# ---- flush_ctrl_flat ----
flush_ctrl_flat, sequential cells colored by netlist name:
The bar under the picture is 20 um long.
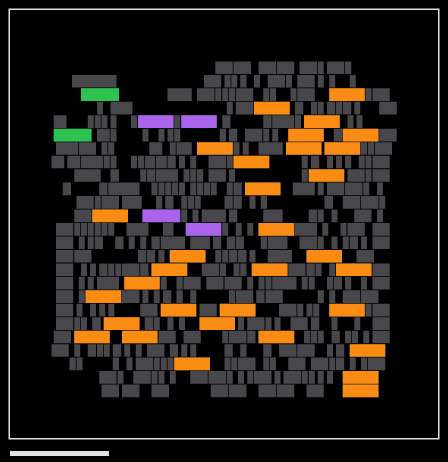

[src/rtl/flush_ctrl_if.sv]
// rtl/flush_ctrl_if.sv - redirect request / flush broadcast bundle for flush_ctrl
interface flush_ctrl_if;
  logic        bp_req;
  logic [31:0] bp_addr;
  logic        rob_req;
  logic [31:0] rob_addr;
  logic        flush_out;
  logic        redirect_valid;
  logic [31:0] redirect_addr;
  logic        stall;

  modport master (
    output bp_req, bp_addr, rob_req, rob_addr,
    input  flush_out, redirect_valid, redirect_addr, stall
  );

  modport slave (
    input  bp_req, bp_addr, rob_req, rob_addr,
    output flush_out, redirect_valid, redirect_addr, stall
  );
endinterface

[src/rtl/flush_ctrl.sv]
// rtl/flush_ctrl.sv - arbitrates predictor/ROB redirects into one flush pulse plus drain stall
// Optional macro FLUSH_CTRL_STATS_EN adds saturating flush/drop statistics outputs.
module flush_ctrl #(
  parameter int DRAIN_CYCLES = 2,
  parameter int ROB_FIRST    = 1
) (
  input  logic          clk,
  input  logic          rst,
  input  logic          rdy,
  flush_ctrl_if.slave   bus
`ifdef FLUSH_CTRL_STATS_EN
  ,
  output logic [15:0]   bp_flush_cnt,
  output logic [15:0]   rob_flush_cnt,
  output logic [15:0]   drop_cnt
`endif
);

  typedef enum logic [1:0] {IDLE, FLUSH, DRAIN} state_t;

  // DRAIN exits when the counter reads zero, so load one less than the length.
  localparam logic [3:0] DRAIN_LOAD = (DRAIN_CYCLES > 0) ? 4'(DRAIN_CYCLES - 1) : 4'd0;

  state_t      state;
  state_t      state_nx;
  logic [3:0]  cnt;
  logic [31:0] addr_q;
  logic        any_req;
  logic        pick_rob;
  logic        accept;

  assign any_req  = bus.bp_req | bus.rob_req;
  assign pick_rob = bus.rob_req & (~bus.bp_req | (ROB_FIRST != 0));
  assign accept   = rdy & (state == IDLE) & any_req;

  always_ff @(posedge clk) begin
    if (rst) begin
      state <= IDLE;
    end else if (rdy) begin
      state <= state_nx;
    end
  end

  always_comb begin
    state_nx = state;
    case (state)
      IDLE:    if (any_req) state_nx = FLUSH;
      FLUSH:   state_nx = (DRAIN_CYCLES > 0) ? DRAIN : IDLE;
      DRAIN:   if (cnt == 4'd0) state_nx = IDLE;
      default: state_nx = IDLE;
    endcase
  end

  always_comb begin
    bus.flush_out      = 1'b0;
    bus.redirect_valid = 1'b0;
    bus.stall          = 1'b0;
    case (state)
      FLUSH: begin
        bus.flush_out      = 1'b1;
        bus.redirect_valid = 1'b1;
        bus.stall          = 1'b1;
      end
      DRAIN:   bus.stall = 1'b1;
      default: ;
    endcase
  end

  assign bus.redirect_addr = addr_q;

  always_ff @(posedge clk) begin
    if (rst) begin
      cnt    <= 4'd0;
      addr_q <= 32'd0;
    end else if (rdy) begin
      if (accept) begin
        addr_q <= pick_rob ? bus.rob_addr : bus.bp_addr;
      end
      if (state == FLUSH) begin
        cnt <= DRAIN_LOAD;
      end else if ((state == DRAIN) && (cnt != 4'd0)) begin
        cnt <= cnt - 4'd1;
      end
    end
  end

`ifdef FLUSH_CTRL_STATS_EN
  logic        bp_drop;
  logic        rob_drop;
  logic [16:0] drop_sum;

  // A losing simultaneous request is discarded just like a stale one.
  assign bp_drop  = bus.bp_req  & ((state != IDLE) | (bus.rob_req & (ROB_FIRST != 0)));
  assign rob_drop = bus.rob_req & ((state != IDLE) | (bus.bp_req  & (ROB_FIRST == 0)));
  assign drop_sum = {1'b0, drop_cnt} + {16'd0, bp_drop} + {16'd0, rob_drop};

  always_ff @(posedge clk) begin
    if (rst) begin
      bp_flush_cnt  <= 16'd0;
      rob_flush_cnt <= 16'd0;
      drop_cnt      <= 16'd0;
    end else if (rdy) begin
      if (accept && !pick_rob && (bp_flush_cnt != 16'hFFFF)) begin
        bp_flush_cnt <= bp_flush_cnt + 16'd1;
      end
      if (accept && pick_rob && (rob_flush_cnt != 16'hFFFF)) begin
        rob_flush_cnt <= rob_flush_cnt + 16'd1;
      end
      drop_cnt <= drop_sum[16] ? 16'hFFFF : drop_sum[15:0];
    end
  end
`endif

endmodule
[src/flat_wrapper.sv]
// flat-port wrapper written by rule: the top's interface ports become plain ports
module flush_ctrl_flat 
#(
  parameter int DRAIN_CYCLES = 2,
  parameter int ROB_FIRST    = 1
)
  (clk, rst, rdy, bus_bp_req, bus_bp_addr, bus_rob_req, bus_rob_addr, bus_flush_out, bus_redirect_valid, bus_redirect_addr, bus_stall);
  flush_ctrl_if bus_i ();
  input  logic clk;
  input  logic rst;
  input  logic rdy;
  input wire logic [$bits(bus_i.bp_req)-1:0] bus_bp_req;
  input wire logic [$bits(bus_i.bp_addr)-1:0] bus_bp_addr;
  input wire logic [$bits(bus_i.rob_req)-1:0] bus_rob_req;
  input wire logic [$bits(bus_i.rob_addr)-1:0] bus_rob_addr;
  output wire logic [$bits(bus_i.flush_out)-1:0] bus_flush_out;
  output wire logic [$bits(bus_i.redirect_valid)-1:0] bus_redirect_valid;
  output wire logic [$bits(bus_i.redirect_addr)-1:0] bus_redirect_addr;
  output wire logic [$bits(bus_i.stall)-1:0] bus_stall;
  assign bus_i.bp_req = bus_bp_req;
  assign bus_i.bp_addr = bus_bp_addr;
  assign bus_i.rob_req = bus_rob_req;
  assign bus_i.rob_addr = bus_rob_addr;
  assign bus_flush_out = bus_i.flush_out;
  assign bus_redirect_valid = bus_i.redirect_valid;
  assign bus_redirect_addr = bus_i.redirect_addr;
  assign bus_stall = bus_i.stall;
  flush_ctrl #(.DRAIN_CYCLES(DRAIN_CYCLES), .ROB_FIRST(ROB_FIRST)) u_core (.clk(clk), .rst(rst), .rdy(rdy), .bus(bus_i));
endmodule
[config.mk]
export PLATFORM = sky130hd
export DESIGN_NAME = flush_ctrl_flat
export DESIGN_NICKNAME = d
export VERILOG_FILES = /design/src/rtl/flush_ctrl_if.sv /design/src/rtl/flush_ctrl.sv /design/src/flat_wrapper.sv
export SDC_FILE = /design/constraint.sdc
export NUM_CORES = 1
export LEC_CHECK = 0
export ABC_AREA = 1
export CORE_MARGIN = 8
export CORE_UTILIZATION = 39
export DETAILED_ROUTE_END_ITERATION = 8
export GPL_TIMING_DRIVEN = 0
export HOLD_SLACK_MARGIN = 0.08
export PLACE_DENSITY = 0.8
export SKIP_CTS_REPAIR_TIMING = 1
export SLEW_MARGIN = 10
export SYNTH_ARGS = -nofsm -noshare
export SYNTH_HDL_FRONTEND = slang
export SYNTH_SLANG_ARGS = --single-unit
[constraint.sdc]
create_clock -name clk -period 1.4 [get_ports clk]
set_input_delay 0.21 -clock clk [delete_from_list [all_inputs] [get_ports clk]]
set_output_delay 0.21 -clock clk [all_outputs]
set_load 0.005 [all_outputs]
# ---- regfile_scoreboard ----
<file path="src/rtl/regfile_scoreboard_pkg.sv">
// Shared constants and types for the register file with write-back scoreboard.
package regfile_scoreboard_pkg;

  localparam int unsigned DATA_WIDTH    = 32;
  localparam int unsigned ADDRESS_WIDTH = 5;
  localparam int unsigned REG_ZERO      = 0;
  localparam int unsigned REG_A0        = 10;

  typedef logic [ADDRESS_WIDTH-1:0] reg_idx_t;

endpackage

</file>
<file path="src/rtl/regfile_scoreboard_scoreboard.sv">
// One busy bit per register: set on issue, cleared on write-back; bit 0 is never busy.
module scoreboard #(
  parameter int unsigned ADDRESS_WIDTH = regfile_scoreboard_pkg::ADDRESS_WIDTH
) (
  input  logic                     clk,
  input  logic                     rst_n,
  input  logic                     set_en,
  input  logic [ADDRESS_WIDTH-1:0] set_idx,
  input  logic                     clr_en,
  input  logic [ADDRESS_WIDTH-1:0] clr_idx,
  input  logic [ADDRESS_WIDTH-1:0] query1_idx,
  input  logic [ADDRESS_WIDTH-1:0] query2_idx,
  output logic                     query1_busy,
  output logic                     query2_busy
);

  localparam int unsigned DEPTH = 2 ** ADDRESS_WIDTH;

  logic [DEPTH-1:0] busy;
  logic [DEPTH-1:0] busy_next;

  // Set is applied after clear so a same-index issue (the newer instruction) wins.
  always_comb begin
    busy_next = busy;
    if (clr_en) busy_next[clr_idx] = 1'b0;
    if (set_en) busy_next[set_idx] = 1'b1;
    busy_next[0] = 1'b0;
  end

  always_ff @(posedge clk or negedge rst_n) begin
    if (!rst_n) busy <= '0;
    else        busy <= busy_next;
  end

  assign query1_busy = busy[query1_idx];
  assign query2_busy = busy[query2_idx];

endmodule

</file>
<file path="src/rtl/regfile_scoreboard.sv">
// Two-read/one-write register file with write-back bypass, busy scoreboard and a0 display copy.
module regfile_scoreboard #(
  parameter int unsigned DATA_WIDTH    = regfile_scoreboard_pkg::DATA_WIDTH,
  parameter int unsigned ADDRESS_WIDTH = regfile_scoreboard_pkg::ADDRESS_WIDTH
) (
  input  logic                     clk,
  input  logic                     rst_n,
  input  logic [ADDRESS_WIDTH-1:0] AD1,
  input  logic [ADDRESS_WIDTH-1:0] AD2,
  output logic [DATA_WIDTH-1:0]    RD1,
  output logic [DATA_WIDTH-1:0]    RD2,
  input  logic                     WE3,
  input  logic [ADDRESS_WIDTH-1:0] AD3,
  input  logic [DATA_WIDTH-1:0]    WD3,
  input  logic                     issue_valid,
  input  logic [ADDRESS_WIDTH-1:0] issue_rd,
  output logic                     busy1,
  output logic                     busy2,
  output logic                     stall,
  output logic [DATA_WIDTH-1:0]    a0
);
  import regfile_scoreboard_pkg::*;

  localparam int unsigned DEPTH = 2 ** ADDRESS_WIDTH;

  logic [DATA_WIDTH-1:0] regs [DEPTH];
  logic                  wr_en;
  logic                  hit1;
  logic                  hit2;
  logic                  sb_busy1;
  logic                  sb_busy2;

  assign wr_en = WE3 && (AD3 != ADDRESS_WIDTH'(REG_ZERO));
  assign hit1  = wr_en && (AD3 == AD1);
  assign hit2  = wr_en && (AD3 == AD2);

  always_ff @(posedge clk or negedge rst_n) begin
    if (!rst_n) begin
      for (int unsigned i = 0; i < DEPTH; i++) regs[i] <= '0;
      a0 <= '0;
    end else if (wr_en) begin
      regs[AD3] <= WD3;
      if (AD3 == ADDRESS_WIDTH'(REG_A0)) a0 <= WD3;
    end
  end

  always_comb begin
    RD1 = '0;
    RD2 = '0;
    if (AD1 != ADDRESS_WIDTH'(REG_ZERO)) RD1 = hit1 ? WD3 : regs[AD1];
    if (AD2 != ADDRESS_WIDTH'(REG_ZERO)) RD2 = hit2 ? WD3 : regs[AD2];
  end

  scoreboard #(
    .ADDRESS_WIDTH(ADDRESS_WIDTH)
  ) u_scoreboard (
    .clk         (clk),
    .rst_n       (rst_n),
    .set_en      (issue_valid),
    .set_idx     (issue_rd),
    .clr_en      (WE3),
    .clr_idx     (AD3),
    .query1_idx  (AD1),
    .query2_idx  (AD2),
    .query1_busy (sb_busy1),
    .query2_busy (sb_busy2)
  );

  // A same-cycle write-back to the queried register releases it combinationally.
  assign busy1 = sb_busy1 && !(WE3 && (AD3 == AD1));
  assign busy2 = sb_busy2 && !(WE3 && (AD3 == AD2));
  assign stall = busy1 || busy2;

endmodule

</file>
<file path="config.mk">
export PLATFORM = sky130hd
export DESIGN_NAME = regfile_scoreboard
export DESIGN_NICKNAME = d
export VERILOG_FILES = /design/src/rtl/regfile_scoreboard_pkg.sv /design/src/rtl/regfile_scoreboard_scoreboard.sv /design/src/rtl/regfile_scoreboard.sv
export SDC_FILE = /design/constraint.sdc
export NUM_CORES = 2
export LEC_CHECK = 0
export CORE_MARGIN = 10
export CORE_UTILIZATION = 40
export DETAILED_ROUTE_END_ITERATION = 10
export PLACE_DENSITY_LB_ADDON = 0.05
export SLEW_MARGIN = 20
export SYNTH_ARGS = -nofsm -noshare
export SYNTH_HDL_FRONTEND = slang
export SYNTH_HIERARCHICAL = 1
export SYNTH_SLANG_ARGS = --single-unit
</file>
<file path="constraint.sdc">
create_clock -name clk -period 3.2 [get_ports clk]
set_input_delay 0.64 -clock clk [delete_from_list [all_inputs] [get_ports clk]]
set_output_delay 0.64 -clock clk [all_outputs]
set_load 0.03 [all_outputs]
</file>
# ---- psram_acq_writer_flat ----
`config.mk`:
```
export PLATFORM = sky130hd
export DESIGN_NAME = psram_acq_writer_flat
export DESIGN_NICKNAME = d
export VERILOG_FILES = /design/src/rtl/acq_pkg.sv /design/src/rtl/psram_acq_writer_if.sv /design/src/rtl/acq_sync_fifo.sv /design/src/rtl/psram_acq_writer.sv /design/src/flat_wrapper.sv
export SDC_FILE = /design/constraint.sdc
export NUM_CORES = 1
export LEC_CHECK = 0
export ABC_AREA = 1
export CAP_MARGIN = 10
export CORE_AREA = 5 5 195 197
export DETAILED_ROUTE_END_ITERATION = 10
export DIE_AREA = 0 0 200 202
export HOLD_SLACK_MARGIN = 0.15
export PLACE_DENSITY = 0.67
export SLEW_MARGIN = 20
export SYNTH_ARGS = -nofsm -noshare
export SYNTH_HDL_FRONTEND = slang
export SYNTH_SLANG_ARGS = --single-unit
```
`constraint.sdc`:
```
create_clock -name clk_PSRAM -period 6.65 [get_ports clk_PSRAM]
set_input_delay 1.33 -clock clk_PSRAM [delete_from_list [all_inputs] [get_ports clk_PSRAM]]
set_output_delay 1.33 -clock clk_PSRAM [all_outputs]
set_load 0.01 [all_outputs]
```
`src/rtl/acq_pkg.sv`:
```
// Shared types and defaults for the PSRAM acquisition write sequencer.
package acq_pkg;
    localparam int DATA_W_DEF = 16;
    localparam int ADDR_W_DEF = 22;
    localparam logic [21:0] LAST_ADDR_DEF = 22'h3FFFFF;

    typedef enum logic [2:0] {
        S_IDLE,
        S_WAIT_CAL,
        S_RUN,
        S_WRITE,
        S_DRAIN,
        S_DONE
    } state_t;
endpackage

```
`src/rtl/psram_acq_writer_if.sv`:
```
// PSRAM write handshake: master issues req/addr/data, controller answers with ack.
interface psram_acq_writer_if
    import acq_pkg::*;
#(
    parameter int DATA_W = DATA_W_DEF,
    parameter int ADDR_W = ADDR_W_DEF
);
    logic              wr_req_o;
    logic [ADDR_W-1:0] wr_addr_o;
    logic [DATA_W-1:0] wr_data_o;
    logic              wr_ack_i;

    modport master (output wr_req_o, wr_addr_o, wr_data_o, input wr_ack_i);
    modport slave  (input wr_req_o, wr_addr_o, wr_data_o, output wr_ack_i);
endinterface

```
`src/rtl/acq_sync_fifo.sv`:
```
// Single-clock sample FIFO with flop storage, flush, and same-cycle push/pop when full.
module acq_sync_fifo #(
    parameter int DATA_W  = 16,
    parameter int FIFO_AW = 4
) (
    input  logic              clk,
    input  logic              rst_n,
    input  logic              flush,
    input  logic              push,
    input  logic [DATA_W-1:0] push_data,
    input  logic              pop,
    output logic [DATA_W-1:0] head,
    output logic              full,
    output logic              empty
);
    localparam int DEPTH = 1 << FIFO_AW;
    localparam logic [FIFO_AW-1:0] PTR_ONE = FIFO_AW'(1);
    localparam logic [FIFO_AW:0]   CNT_ONE = (FIFO_AW+1)'(1);

    logic [DATA_W-1:0]  mem [DEPTH];
    logic [FIFO_AW-1:0] wr_ptr;
    logic [FIFO_AW-1:0] rd_ptr;
    logic [FIFO_AW:0]   count;
    logic               do_push;
    logic               do_pop;

    assign full    = count[FIFO_AW];
    assign empty   = (count == '0);
    assign head    = mem[rd_ptr];
    // A pop in the same cycle frees the head slot, so a push into a full FIFO still lands.
    assign do_pop  = pop && !empty;
    assign do_push = push && (!full || do_pop);

    always_ff @(posedge clk or negedge rst_n) begin
        if (!rst_n) begin
            wr_ptr <= '0;
            rd_ptr <= '0;
            count  <= '0;
        end else if (flush) begin
            wr_ptr <= '0;
            rd_ptr <= '0;
            count  <= '0;
        end else begin
            if (do_push) wr_ptr <= wr_ptr + PTR_ONE;
            if (do_pop)  rd_ptr <= rd_ptr + PTR_ONE;
            case ({do_push, do_pop})
                2'b10:   count <= count + CNT_ONE;
                2'b01:   count <= count - CNT_ONE;
                default: count <= count;
            endcase
        end
    end

    always_ff @(posedge clk) begin
        if (do_push && !flush) mem[wr_ptr] <= push_data;
    end
endmodule

```
`src/rtl/psram_acq_writer.sv`:
```
// Acquisition write sequencer: buffers ADC samples and writes them to PSRAM at a
// linear or circular 22-bit word address, exporting the live address for the debug probe.
module psram_acq_writer
    import acq_pkg::*;
#(
    parameter int                DATA_W    = DATA_W_DEF,
    parameter int                ADDR_W    = ADDR_W_DEF,
    parameter logic [ADDR_W-1:0] LAST_ADDR = ADDR_W'(LAST_ADDR_DEF),
    parameter int                FIFO_AW   = 4
) (
    input  logic                clk_PSRAM,
    input  logic                rst_n,
    input  logic                start_i,
    input  logic                stop_i,
    input  logic                circ_i,
    input  logic                calib_done_i,
    input  logic [DATA_W-1:0]   sample_i,
    input  logic                sample_valid_i,
    psram_acq_writer_if.master  wr,
    output logic [ADDR_W-1:0]   addr_o,
    output logic                busy_o,
    output logic                done_o,
    output logic                overflow_o
);
    state_t            state_q, state_d;
    logic [ADDR_W-1:0] addr_q, addr_d, wr_addr_q, wr_addr_d;
    logic [DATA_W-1:0] wr_data_q, wr_data_d, fifo_head;
    logic              circ_q, circ_d, stop_q, stop_d, req_q, req_d;
    logic              done_q, done_d, ovf_q, ovf_d;
    logic              accept, issue, fifo_push, fifo_pop, fifo_flush, fifo_full, fifo_empty;

    acq_sync_fifo #(.DATA_W(DATA_W), .FIFO_AW(FIFO_AW)) u_fifo (
        .clk       (clk_PSRAM),
        .rst_n     (rst_n),
        .flush     (fifo_flush),
        .push      (fifo_push),
        .push_data (sample_i),
        .pop       (fifo_pop),
        .head      (fifo_head),
        .full      (fifo_full),
        .empty     (fifo_empty)
    );

    always_ff @(posedge clk_PSRAM or negedge rst_n) begin
        if (!rst_n) begin
            state_q   <= S_IDLE;
            addr_q    <= '0;
            circ_q    <= 1'b0;
            stop_q    <= 1'b0;
            req_q     <= 1'b0;
            wr_addr_q <= '0;
            wr_data_q <= '0;
            done_q    <= 1'b0;
            ovf_q     <= 1'b0;
        end else begin
            state_q   <= state_d;
            addr_q    <= addr_d;
            circ_q    <= circ_d;
            stop_q    <= stop_d;
            req_q     <= req_d;
            wr_addr_q <= wr_addr_d;
            wr_data_q <= wr_data_d;
            done_q    <= done_d;
            ovf_q     <= ovf_d;
        end
    end

    always_comb begin
        state_d    = state_q;
        addr_d     = addr_q;
        circ_d     = circ_q;
        stop_d     = stop_q;
        req_d      = req_q;
        wr_addr_d  = wr_addr_q;
        wr_data_d  = wr_data_q;
        done_d     = done_q;
        ovf_d      = ovf_q;
        issue      = 1'b0;
        fifo_pop   = 1'b0;
        fifo_flush = 1'b0;
        // Once stop is seen no further samples enter, so only what was queued gets drained.
        accept     = (state_q == S_RUN || state_q == S_WRITE) && !stop_q && !stop_i;
        fifo_push  = accept && sample_valid_i;

        case (state_q)
            S_IDLE, S_DONE: begin
                if (start_i) begin
                    state_d    = S_WAIT_CAL;
                    addr_d     = '0;
                    circ_d     = circ_i;
                    stop_d     = 1'b0;
                    done_d     = 1'b0;
                    ovf_d      = 1'b0;
                    fifo_flush = 1'b1;
                end
            end
            S_WAIT_CAL: begin
                if (stop_i) begin
                    state_d = S_DONE;
                    done_d  = 1'b1;
                end else if (calib_done_i) begin
                    state_d = S_RUN;
                end
            end
            S_RUN: begin
                if (stop_i) begin
                    state_d = S_DRAIN;
                    stop_d  = 1'b1;
                end else if (!fifo_empty) begin
                    issue = 1'b1;
                end
            end
            S_DRAIN: begin
                if (!fifo_empty) begin
                    issue = 1'b1;
                end else begin
                    state_d = S_DONE;
                    done_d  = 1'b1;
                end
            end
            S_WRITE: begin
                if (stop_i) stop_d = 1'b1;
                if (wr.wr_ack_i) begin
                    req_d = 1'b0;
                    // End of a linear capture beats a simultaneous stop; leftovers are discarded.
                    if (addr_q == LAST_ADDR && !circ_q) begin
                        state_d    = S_DONE;
                        done_d     = 1'b1;
                        fifo_flush = 1'b1;
                    end else begin
                        addr_d  = (addr_q == LAST_ADDR) ? '0 : addr_q + ADDR_W'(1);
                        state_d = (stop_q || stop_i) ? S_DRAIN : S_RUN;
                    end
                end
            end
            default: state_d = S_IDLE;
        endcase

        if (issue) begin
            fifo_pop  = 1'b1;
            req_d     = 1'b1;
            wr_addr_d = addr_q;
            wr_data_d = fifo_head;
            state_d   = S_WRITE;
        end
        if (fifo_push && fifo_full && !fifo_pop && !fifo_flush) ovf_d = 1'b1;
    end

    assign wr.wr_req_o  = req_q;
    assign wr.wr_addr_o = wr_addr_q;
    assign wr.wr_data_o = wr_data_q;
    assign addr_o       = addr_q;
    assign busy_o       = state_q inside {S_WAIT_CAL, S_RUN, S_WRITE, S_DRAIN};
    assign done_o       = done_q;
    assign overflow_o   = ovf_q;
endmodule
```
`src/flat_wrapper.sv`:
```
// flat-port wrapper written by rule: the top's interface ports become plain ports
module psram_acq_writer_flat import acq_pkg::*;
#(
    parameter int                DATA_W    = DATA_W_DEF,
    parameter int                ADDR_W    = ADDR_W_DEF,
    parameter logic [ADDR_W-1:0] LAST_ADDR = ADDR_W'(LAST_ADDR_DEF),
    parameter int                FIFO_AW   = 4
)
  (clk_PSRAM, rst_n, start_i, stop_i, circ_i, calib_done_i, sample_i, sample_valid_i, addr_o, busy_o, done_o, overflow_o, wr_wr_req_o, wr_wr_addr_o, wr_wr_data_o, wr_wr_ack_i);
  psram_acq_writer_if #(.DATA_W(DATA_W), .ADDR_W(ADDR_W)) wr_i ();
  input  logic clk_PSRAM;
  input  logic rst_n;
  input  logic start_i;
  input  logic stop_i;
  input  logic circ_i;
  input  logic calib_done_i;
  input  logic [DATA_W-1:0] sample_i;
  input  logic sample_valid_i;
  output logic [ADDR_W-1:0] addr_o;
  output logic busy_o;
  output logic done_o;
  output logic overflow_o;
  output wire logic [$bits(wr_i.wr_req_o)-1:0] wr_wr_req_o;
  output wire logic [$bits(wr_i.wr_addr_o)-1:0] wr_wr_addr_o;
  output wire logic [$bits(wr_i.wr_data_o)-1:0] wr_wr_data_o;
  input wire logic [$bits(wr_i.wr_ack_i)-1:0] wr_wr_ack_i;
  assign wr_wr_req_o = wr_i.wr_req_o;
  assign wr_wr_addr_o = wr_i.wr_addr_o;
  assign wr_wr_data_o = wr_i.wr_data_o;
  assign wr_i.wr_ack_i = wr_wr_ack_i;
  psram_acq_writer #(.DATA_W(DATA_W), .ADDR_W(ADDR_W), .LAST_ADDR(LAST_ADDR), .FIFO_AW(FIFO_AW)) u_core (.clk_PSRAM(clk_PSRAM), .rst_n(rst_n), .start_i(start_i), .stop_i(stop_i), .circ_i(circ_i), .calib_done_i(calib_done_i), .sample_i(sample_i), .sample_valid_i(sample_valid_i), .wr(wr_i), .addr_o(addr_o), .busy_o(busy_o), .done_o(done_o), .overflow_o(overflow_o));
endmodule
```
# ---- seven_seg_display_ctrl_flat ----
**config.mk**
```make
export PLATFORM = sky130hd
export DESIGN_NAME = seven_seg_display_ctrl_flat
export DESIGN_NICKNAME = d
export VERILOG_FILES = /design/src/rtl/seven_seg_display_ctrl_if.sv /design/src/rtl/seven_seg_display_ctrl.sv /design/src/flat_wrapper.sv
export SDC_FILE = /design/constraint.sdc
export NUM_CORES = 1
export LEC_CHECK = 0
export ABC_AREA = 1
export CAP_MARGIN = 25
export CORE_ASPECT_RATIO = 1.75
export CORE_MARGIN = 1.5
export CORE_UTILIZATION = 50
export CTS_CLUSTER_SIZE = 24
export DETAILED_ROUTE_END_ITERATION = 16
export PLACE_DENSITY = 0.72
export SYNTH_ARGS = -nofsm -noshare
export SYNTH_HDL_FRONTEND = slang
export SYNTH_SLANG_ARGS = --single-unit
```
**constraint.sdc**
```tcl
create_clock -name clk -period 4 [get_ports clk]
set_clock_uncertainty 0.05 [all_clocks]
set_input_delay 0.8 -clock clk [delete_from_list [all_inputs] [get_ports clk]]
set_output_delay 0.8 -clock clk [all_outputs]
set_load 0.1 [all_outputs]
```
**src/rtl/seven_seg_display_ctrl_if.sv**
```systemverilog
// Load channel for the seven-segment controller: one display update
// (digits, decimal points, blanking) carried by a valid/ready handshake.
interface seven_seg_display_ctrl_if;
  logic [15:0] value;
  logic [3:0]  dp_in;
  logic [3:0]  blank_in;
  logic        load_valid;
  logic        load_ready;

  modport master (
    output value,
    output dp_in,
    output blank_in,
    output load_valid,
    input  load_ready
  );

  modport slave (
    input  value,
    input  dp_in,
    input  blank_in,
    input  load_valid,
    output load_ready
  );
endinterface

```
**src/rtl/seven_seg_display_ctrl.sv**
```systemverilog
// Four-digit multiplexed seven-segment driver with a double-buffered
// display image, per-digit blanking/decimal points and PWM brightness.
module seven_seg_display_ctrl #(
  parameter int SCAN_DIV = 100000
) (
  input  logic                     clk,
  input  logic                     reset,
  seven_seg_display_ctrl_if.slave  load_bus,
  input  logic [3:0]               brightness,
  output logic [3:0]               anode,
  output logic [6:0]               cathode,
  output logic                     dp,
  output logic                     frame_start
);

  localparam int CW = (SCAN_DIV > 1) ? $clog2(SCAN_DIV) : 1;
  localparam logic [CW-1:0] LAST = CW'(SCAN_DIV - 1);

  logic [CW-1:0] count;
  logic [1:0]    index;
  logic [3:0]    pwm;

  logic [15:0]   pend_value;
  logic [3:0]    pend_dp;
  logic [3:0]    pend_blank;
  logic          pend_valid;

  logic [15:0]   act_value;
  logic [3:0]    act_dp;
  logic [3:0]    act_blank;

  logic          tick;
  logic          boundary;
  logic          accept;
  logic          lit;
  logic [3:0]    nibble;
  logic [3:0]    anode_next;
  logic [6:0]    seg_next;

  function automatic logic [6:0] hex_to_seg(input logic [3:0] h);
    case (h)
      4'h0: return 7'b1000000;
      4'h1: return 7'b1111001;
      4'h2: return 7'b0100100;
      4'h3: return 7'b0110000;
      4'h4: return 7'b0011001;
      4'h5: return 7'b0010010;
      4'h6: return 7'b0000010;
      4'h7: return 7'b1111000;
      4'h8: return 7'b0000000;
      4'h9: return 7'b0010000;
      4'hA: return 7'b0001000;
      4'hB: return 7'b0000011;
      4'hC: return 7'b1000110;
      4'hD: return 7'b0100001;
      4'hE: return 7'b0000110;
      default: return 7'b0001110;
    endcase
  endfunction

  // Handshake: a load transfers on any cycle where load_valid and load_ready
  // are both high; the source must hold value/dp_in/blank_in stable until then.
  assign load_bus.load_ready = ~pend_valid;

  always_comb begin
    tick       = (count == LAST);
    boundary   = tick && (index == 2'd3);
    accept     = load_bus.load_valid && !pend_valid;
    lit        = (pwm <= brightness);
    nibble     = act_value[{index, 2'b00} +: 4];
    seg_next   = hex_to_seg(nibble);
    anode_next = 4'b1111;
    if (lit && !act_blank[index]) anode_next[index] = 1'b0;
  end

  always_ff @(posedge clk) begin
    if (!reset) begin
      count <= '0;
      index <= 2'd0;
      pwm   <= 4'd0;
    end else begin
      count <= tick ? '0 : count + CW'(1);
      if (tick) index <= index + 2'd1;
      pwm <= pwm + 4'd1;
    end
  end

  // A load landing on the boundary cycle only fills pending; it is copied
  // to active at the following boundary, so a frame is never torn.
  always_ff @(posedge clk) begin
    if (!reset) begin
      pend_value <= 16'h0000;
      pend_dp    <= 4'b0000;
      pend_blank <= 4'b0000;
      pend_valid <= 1'b0;
      act_value  <= 16'h0000;
      act_dp     <= 4'b0000;
      act_blank  <= 4'b1111;
    end else begin
      if (boundary && pend_valid) begin
        act_value  <= pend_value;
        act_dp     <= pend_dp;
        act_blank  <= pend_blank;
        pend_valid <= 1'b0;
      end else if (accept) begin
        pend_value <= load_bus.value;
        pend_dp    <= load_bus.dp_in;
        pend_blank <= load_bus.blank_in;
        pend_valid <= 1'b1;
      end
    end
  end

  always_ff @(posedge clk) begin
    if (!reset) begin
      anode       <= 4'b1111;
      cathode     <= 7'b1111111;
      dp          <= 1'b1;
      frame_start <= 1'b0;
    end else begin
      anode       <= anode_next;
      cathode     <= seg_next;
      dp          <= ~act_dp[index];
      frame_start <= boundary;
    end
  end

endmodule

```
**src/flat_wrapper.sv**
```systemverilog
// flat-port wrapper written by rule: the top's interface ports become plain ports
module seven_seg_display_ctrl_flat 
#(
  parameter int SCAN_DIV = 100000
)
  (clk, reset, brightness, anode, cathode, dp, frame_start, load_bus_value, load_bus_dp_in, load_bus_blank_in, load_bus_load_valid, load_bus_load_ready);
  seven_seg_display_ctrl_if load_bus_i ();
  input  logic clk;
  input  logic reset;
  input  logic [3:0] brightness;
  output logic [3:0] anode;
  output logic [6:0] cathode;
  output logic dp;
  output logic frame_start;
  input wire logic [$bits(load_bus_i.value)-1:0] load_bus_value;
  input wire logic [$bits(load_bus_i.dp_in)-1:0] load_bus_dp_in;
  input wire logic [$bits(load_bus_i.blank_in)-1:0] load_bus_blank_in;
  input wire logic [$bits(load_bus_i.load_valid)-1:0] load_bus_load_valid;
  output wire logic [$bits(load_bus_i.load_ready)-1:0] load_bus_load_ready;
  assign load_bus_i.value = load_bus_value;
  assign load_bus_i.dp_in = load_bus_dp_in;
  assign load_bus_i.blank_in = load_bus_blank_in;
  assign load_bus_i.load_valid = load_bus_load_valid;
  assign load_bus_load_ready = load_bus_i.load_ready;
  seven_seg_display_ctrl #(.SCAN_DIV(SCAN_DIV)) u_core (.clk(clk), .reset(reset), .load_bus(load_bus_i), .brightness(brightness), .anode(anode), .cathode(cathode), .dp(dp), .frame_start(frame_start));
endmodule
```

==> layout pictures side by side <==
Routed metal, one color a layer.
(a)
The bar under the picture is 50 um long. Two of the layers only.
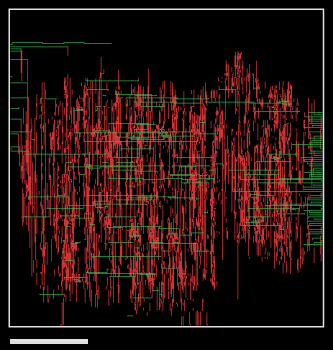
(b)
The bar under the picture is 20 um long. Two of the layers only.
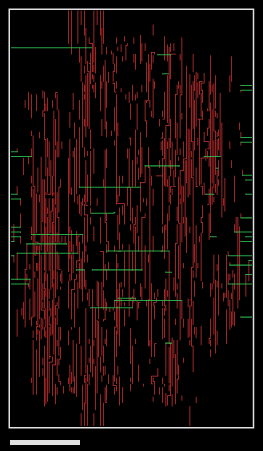
(c)
The bar under the picture is 100 um long. Two of the layers only.
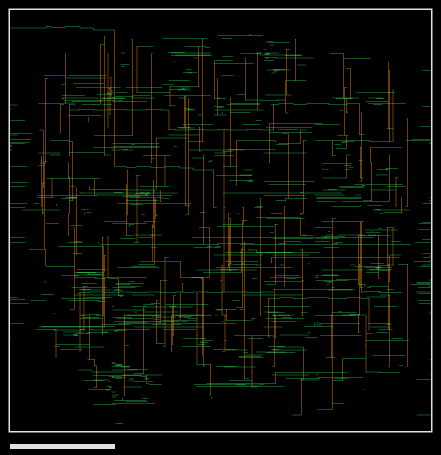
(d)
The bar under the picture is 20 um long. Two of the layers only.
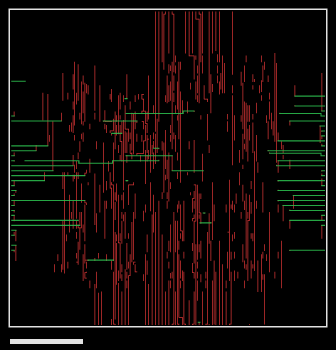
- (c) = regfile_scoreboard
- (d) = flush_ctrl_flat
- (a) = psram_acq_writer_flat
- (b) = seven_seg_display_ctrl_flat

Key to (d):
- met3: green (wire length 462 um)
- met2: red (wire length 2790 um)

flush_ctrl_flat, cell area per tile:
9 x 9 tiles, from black (low) to pale yellow (high), 0 to 100% covered.
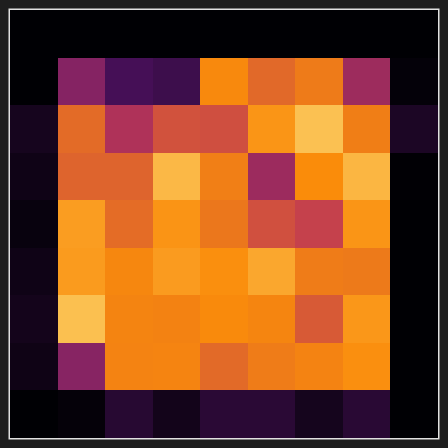
- tiles over 75% full: 19%
- emptiest ninth of the die: north-west
- mean over tiles: 41%
- nearly empty tiles: 24%
- fullest tile: 87%

## Picture notes: 'sequential cells colored by netlist name' of flush_ctrl_flat
- `u_core.cnt`: purple (placed flops 4)
- `u_core.bus.redirect_addr`: orange (placed flops 32)
- `u_core.state`: green (placed flops 2)
seq pwr: 1.26 mW
Final Util: 0.667
register area: 764 um2

==> results.sh, flush_ctrl_flat <==
# implementation run metrics
export IMPL_lay_top_cells="nand2_1 (114), clkdlybuf4s50_1 (94), nor2_1 (80), dfxtp_1 (35), o21ai_0 (20)"
export IMPL_die_h_um=86.5
export IMPL_grt_max_degree=12
export IMPL_r2r_start="u_core.state[0]$_SDFFE_PP0P_"
export IMPL_comb_power_mw=0.941
export IMPL_lay_top_count="nand2_1"
export IMPL_final_nets=491
export IMPL_crit_chain="buf_4 > ha_4 > buf_4 > buf_4"
export IMPL_drv_cap=0
export IMPL_edf_count=0
export IMPL_wire_per_inst_um=11.9
export IMPL_wl_met3_um=461
export IMPL_status="completed"
export IMPL_fin_hold_ws_ns=0.347
export IMPL_ys_types=20
export IMPL_flop_cell="dfxtp_1"
## flush_ctrl_flat: kinds of logic (layout without fill, tap and decap cells)
family,Yosys count,in the layout,synth area share
xor gates and xnor gates,1,1,0.00452
AOI/OAI and AO/OA,33,33,0.0866
and+or+nand+nor,202,202,0.406
adders and majority gates,5,5,0.0323
buffers and inverters,28,139,0.0775
DFF,38,38,0.393
## flush_ctrl_flat: routing by layer
metal | global-route usage | vias to the layer above
met5 | 0 | -
li1 | - | 1156
met4 | 0.0579 | 0
met2 | 0.275 | 67
met3 | 0.0473 | 10
met1 | 0.169 | 952
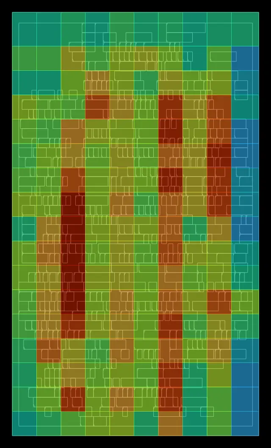
seven_seg_display_ctrl_flat: track usage over the die
Tot GR Track Use: 0.196
Avg WL per Cell: 11.8 um
GR Util met1: 0.206
met2 Track Usage GR: 0.367

==> results.sh, seven_seg_display_ctrl_flat <==
# implementation run metrics
export IMPL_status="completed"
export IMPL_synth_adder_area_share=0.0512
export IMPL_tns_ns=0
export IMPL_power_density_nw_per_um2=416
export IMPL_grt_setup_unrepaired="no"
export IMPL_n_all_inverters=49
export IMPL_top_area_frac=0.435
export IMPL_top_logic_kind="simple AND/OR/NAND/NOR gates"
export IMPL_r2r_start="u_core.index[0]$_SDFFE_PN0P_"
export IMPL_layout_setup_ws_ns=1.18
export IMPL_seq_power_share=0.465
export IMPL_flop_cell="dfxtp_1"
export IMPL_tightest_slew_ns=0.967
export IMPL_die_h_um=120
export IMPL_ir_worst_vdd_mv=0.283
export IMPL_buffers=45
export IMPL_buffer_area_frac=0.0956
export IMPL_final_nets=603
export IMPL_die_w_um=69.9
export IMPL_place_area_um2=4310
export IMPL_finalClockPeriodUsage=0.705
export IMPL_cts_sinks=85
export IMPL_setup_viol=0
export IMPL_wl_met3_um=274
export IMPL_overflow=0
export IMPL_numSequentialCells=85
export IMPL_wl_um=7680
[seven_seg_display_ctrl_flat: sequential cells by signal, indices dropped and copies added (netlist names)]
name	flops
u_core.count	17
u_core.pwm	4
u_core.act_blank	4
u_core.index	2
u_core.pend_dp	4
u_core.anode	4
u_core.cathode	7
u_core.frame_start	1
u_core.pend_blank	4
u_core.pend_value	16
u_core.act_value	16
u_core.dp	1
u_core.pend_valid	1
u_core.act_dp	4
[seven_seg_display_ctrl_flat: worst max-delay path: cells and delay by family, from the launching register on]
| family | cells | cell delay, ns |
|---|---|---|
| buf+inv | 2 | 1.24 |
| flops | 1 | 0.39 |
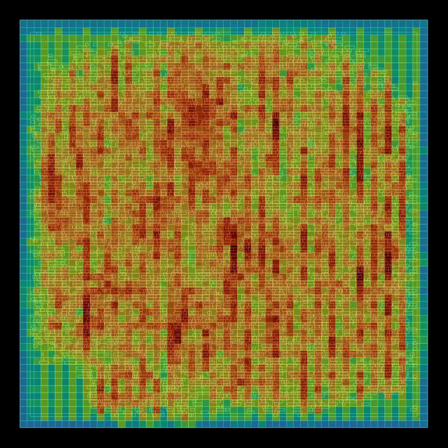
regfile_scoreboard: track usage over the die
GR Util met1: 0.381
M3 GR Usage: 0.0439
GR peak layer: met2
met2 Track Usage GR: 0.460

==> results.sh, regfile_scoreboard <==
# implementation run metrics
export IMPL_status="finished with violations"
export IMPL_failed_checks="negative setup slack"
export IMPL_largest_reg_flops=1024
export IMPL_crit_end="RD2[18]"
export IMPL_clock_buffers=203
export IMPL_antenna_found_initial=4
export IMPL_ys_sh_mux=0.381
export IMPL_fillers=12248
export IMPL_place_gp_congestion=0.850
export IMPL_rows=139
export IMPL_clockRootBuffer="clkbuf_16"
export IMPL_synth_flops=1087
export IMPL_syn_avg_cell_area_um2=13.5
export IMPL_skew_ns=0
export IMPL_comb_area_um2=30500
export IMPL_final_util=0.527
export IMPL_hold_viol=0
export IMPL_path_buffers=8
export IMPL_layout_setup_ws_ns=-0.293
export IMPL_ys_types=56
export IMPL_cts_sinks=1087
export IMPL_grtUsageTotal=0.280
export IMPL_vias=42411
export IMPL_setup_viol=65
export IMPL_lay_top_count="dfrtp_1"
export IMPL_warnings=32
export IMPL_wire_per_inst_um=33.4
regfile_scoreboard: where the power goes:
| group | total [mW] | switching (mW) | internal (mW) |
|---|---|---|---|
| sequential | 18.3 | 1.94 | 16.4 |
| clock | 15.0 | 6.08 | 8.96 |
| combinational | 10.8 | 4.68 | 6.15 |
| total | 44.2 | 12.7 | 31.5 |
regfile_scoreboard: timing repair:
item / 4_1_cts / 5_1_grt
hold buffers: 1 / 0
resized: 333 / 184
pin swaps: 95 / 100
hold endpoints to repair: 28 / 0
gates cloned: 10 / 9
buffers inserted: 139 / 80
endpoints found under the setup margin: 66 / 67
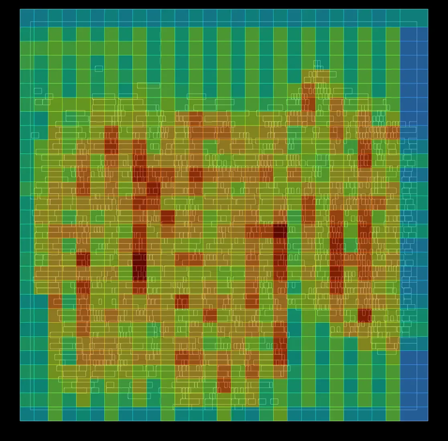
psram_acq_writer_flat: track usage over the die
met2 Track Usage GR: 0.280
GR peak layer: met2
Final Util: 0.466

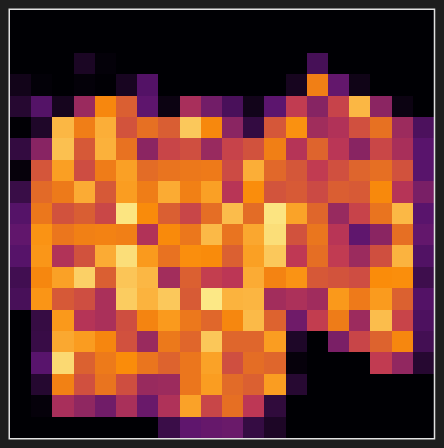
psram_acq_writer_flat: cell area per tile
20 x 20 tiles, from black (low) to pale yellow (high), 0 to 100% covered.
- fullest tile: 95%
- nearly empty tiles: 28%
- tiles over 75% full: 15%
- densest ninth of the die: center
- mean over tiles: 40%

==> results.sh, psram_acq_writer_flat <==
# implementation run metrics
export IMPL_status="completed"
export IMPL_top_layer_used="met4"
export IMPL_cts_max_level=2
export IMPL_r2r_slack_ns=3.53
export IMPL_top_logic_kind="simple AND/OR/NAND/NOR gates"
export IMPL_area_leaders="edfxtp_1 (54%), dfrtp_1 (14%), nand2_1 (9.0%), o21ai_0 (5.1%), nor2_1 (4.4%)"
export IMPL_syn_avg_cell_area_um2=10.7
export IMPL_layout_setup_ws_ns=3.02
export IMPL_yosysTopAreaCell="edfxtp_1"
export IMPL_ant_nets=0
export IMPL_port_buffers=87
export IMPL_arrival_ns=3.75
export IMPL_lay_top_cells="nand2_1 (342), edfxtp_1 (256), nor2_1 (165), o21ai_0 (146), clkdlybuf4s50_1 (86)"
export IMPL_cp_max_fo=16
export IMPL_cts_hold_fix_buffers=0
export IMPL_fin_cells=1908
export IMPL_overflow=0
export IMPL_grt_use_met3=0.0338
export IMPL_routedLengthMet1_um=15300
export IMPL_finalClockPeriodUsage=0.546
export IMPL_edf_count=256
export IMPL_cp_data_required_time_ns=6.77
export IMPL_grt_pass1_vias=9661
export IMPL_fin_hold_ws_ns=0.480
## psram_acq_writer_flat: worst max-delay path, cell delays in order
cell	delay (ns)
clkdlybuf4s50_1	0.48
nor3_1	0.69
nand2_4	0.17
nor2_8	0.22
nand2_2	0.12
nor2_2	0.72
## psram_acq_writer_flat: area by class of cell
class / instances / area [um2]
clock inverters: 22 / 245
fillers: 3307 / 19300
repair buffers: 106 / 1010
inverters: 55 / 208
well taps: 468 / 586
clock buffers: 43 / 937
multi-input cells: 877 / 4100
flip-flops and latches: 337 / 9720


==> notes/layouts.md <==
Pictures saved along the way, in no particular order.

Cell classes on the final placement.
Plate I
The bar under the picture is 20 um long. Fill, decap, tap and diode cells in gray.
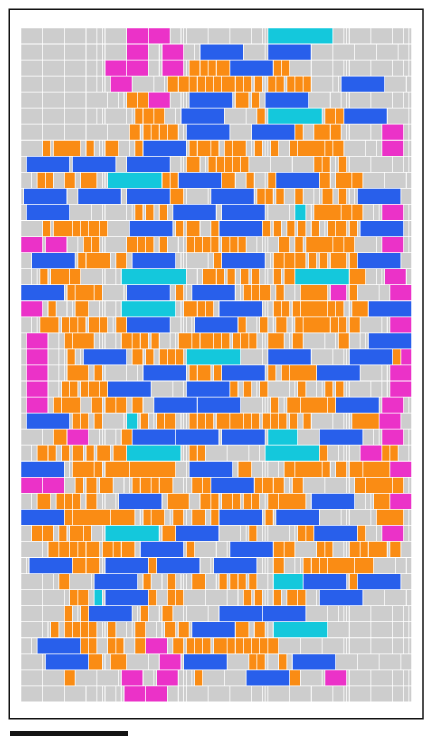
Plate II
The bar under the picture is 100 um long. Fill, decap, tap and diode cells in gray.
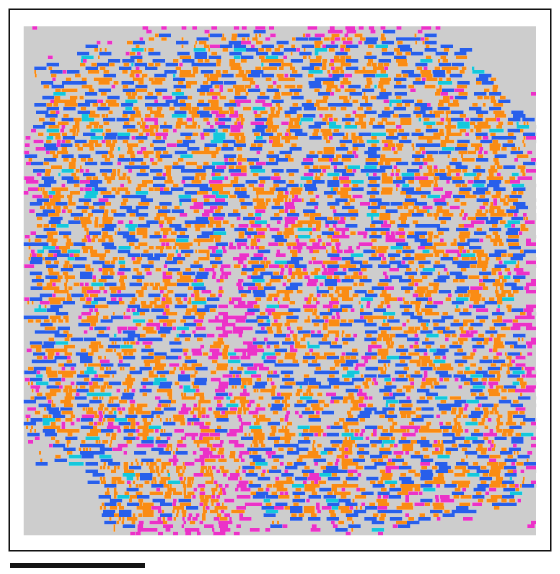
Plate III
The bar under the picture is 20 um long. Fill, decap, tap and diode cells in gray.
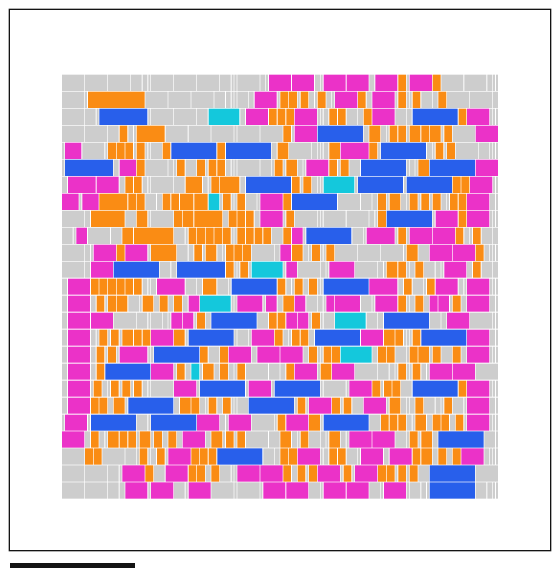
Plate IV
The bar under the picture is 50 um long. Fill, decap, tap and diode cells in gray.
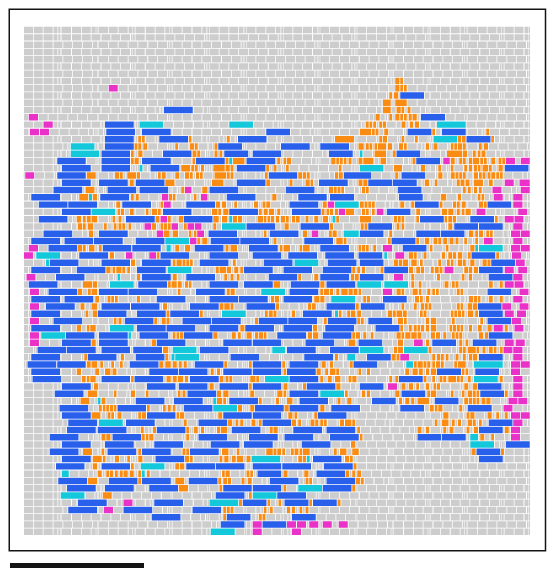
The one with the most cells is Plate II.
The one with the most sequential cells is Plate II.
Plate IV is psram_acq_writer_flat.
Plate II is regfile_scoreboard.
Plate III is flush_ctrl_flat.
Plate I is seven_seg_display_ctrl_flat.

Key to Plate III:
- flip-flops: blue (cells 38)
- clock drivers and dummy loads: cyan (cells 8)
- other buffers and delay cells: magenta (cells 121)
- all other logic: orange (cells 251)


==> layout pictures side by side <==
Sequential cells colored by netlist name.
shot_01.png
The bar under the picture is 20 um long.
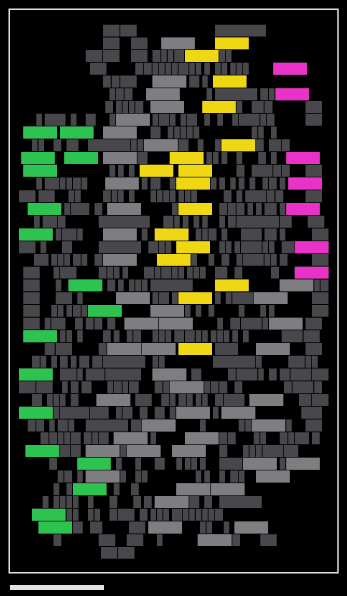
shot_02.png
The bar under the picture is 50 um long.
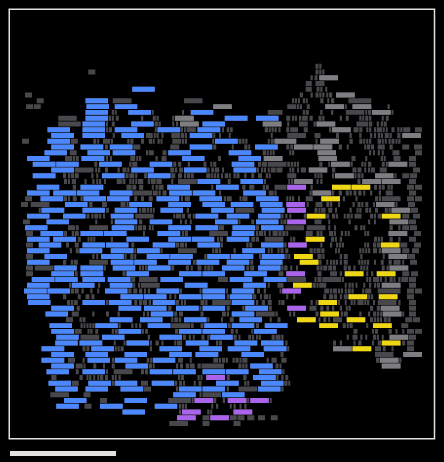
shot_03.png
The bar under the picture is 100 um long.
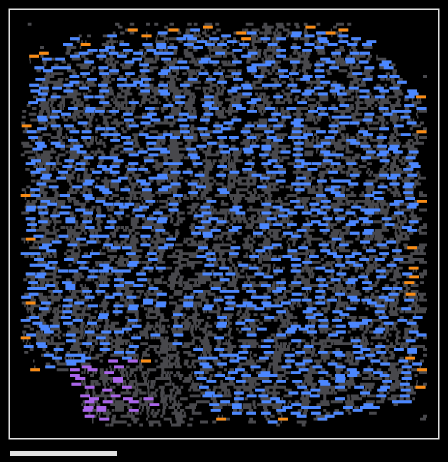
shot_02.png: psram_acq_writer_flat
shot_01.png: seven_seg_display_ctrl_flat
shot_03.png: regfile_scoreboard
- smallest die: shot_01.png
- fewest cells: shot_01.png

Power and IR drop assume default switching activity.
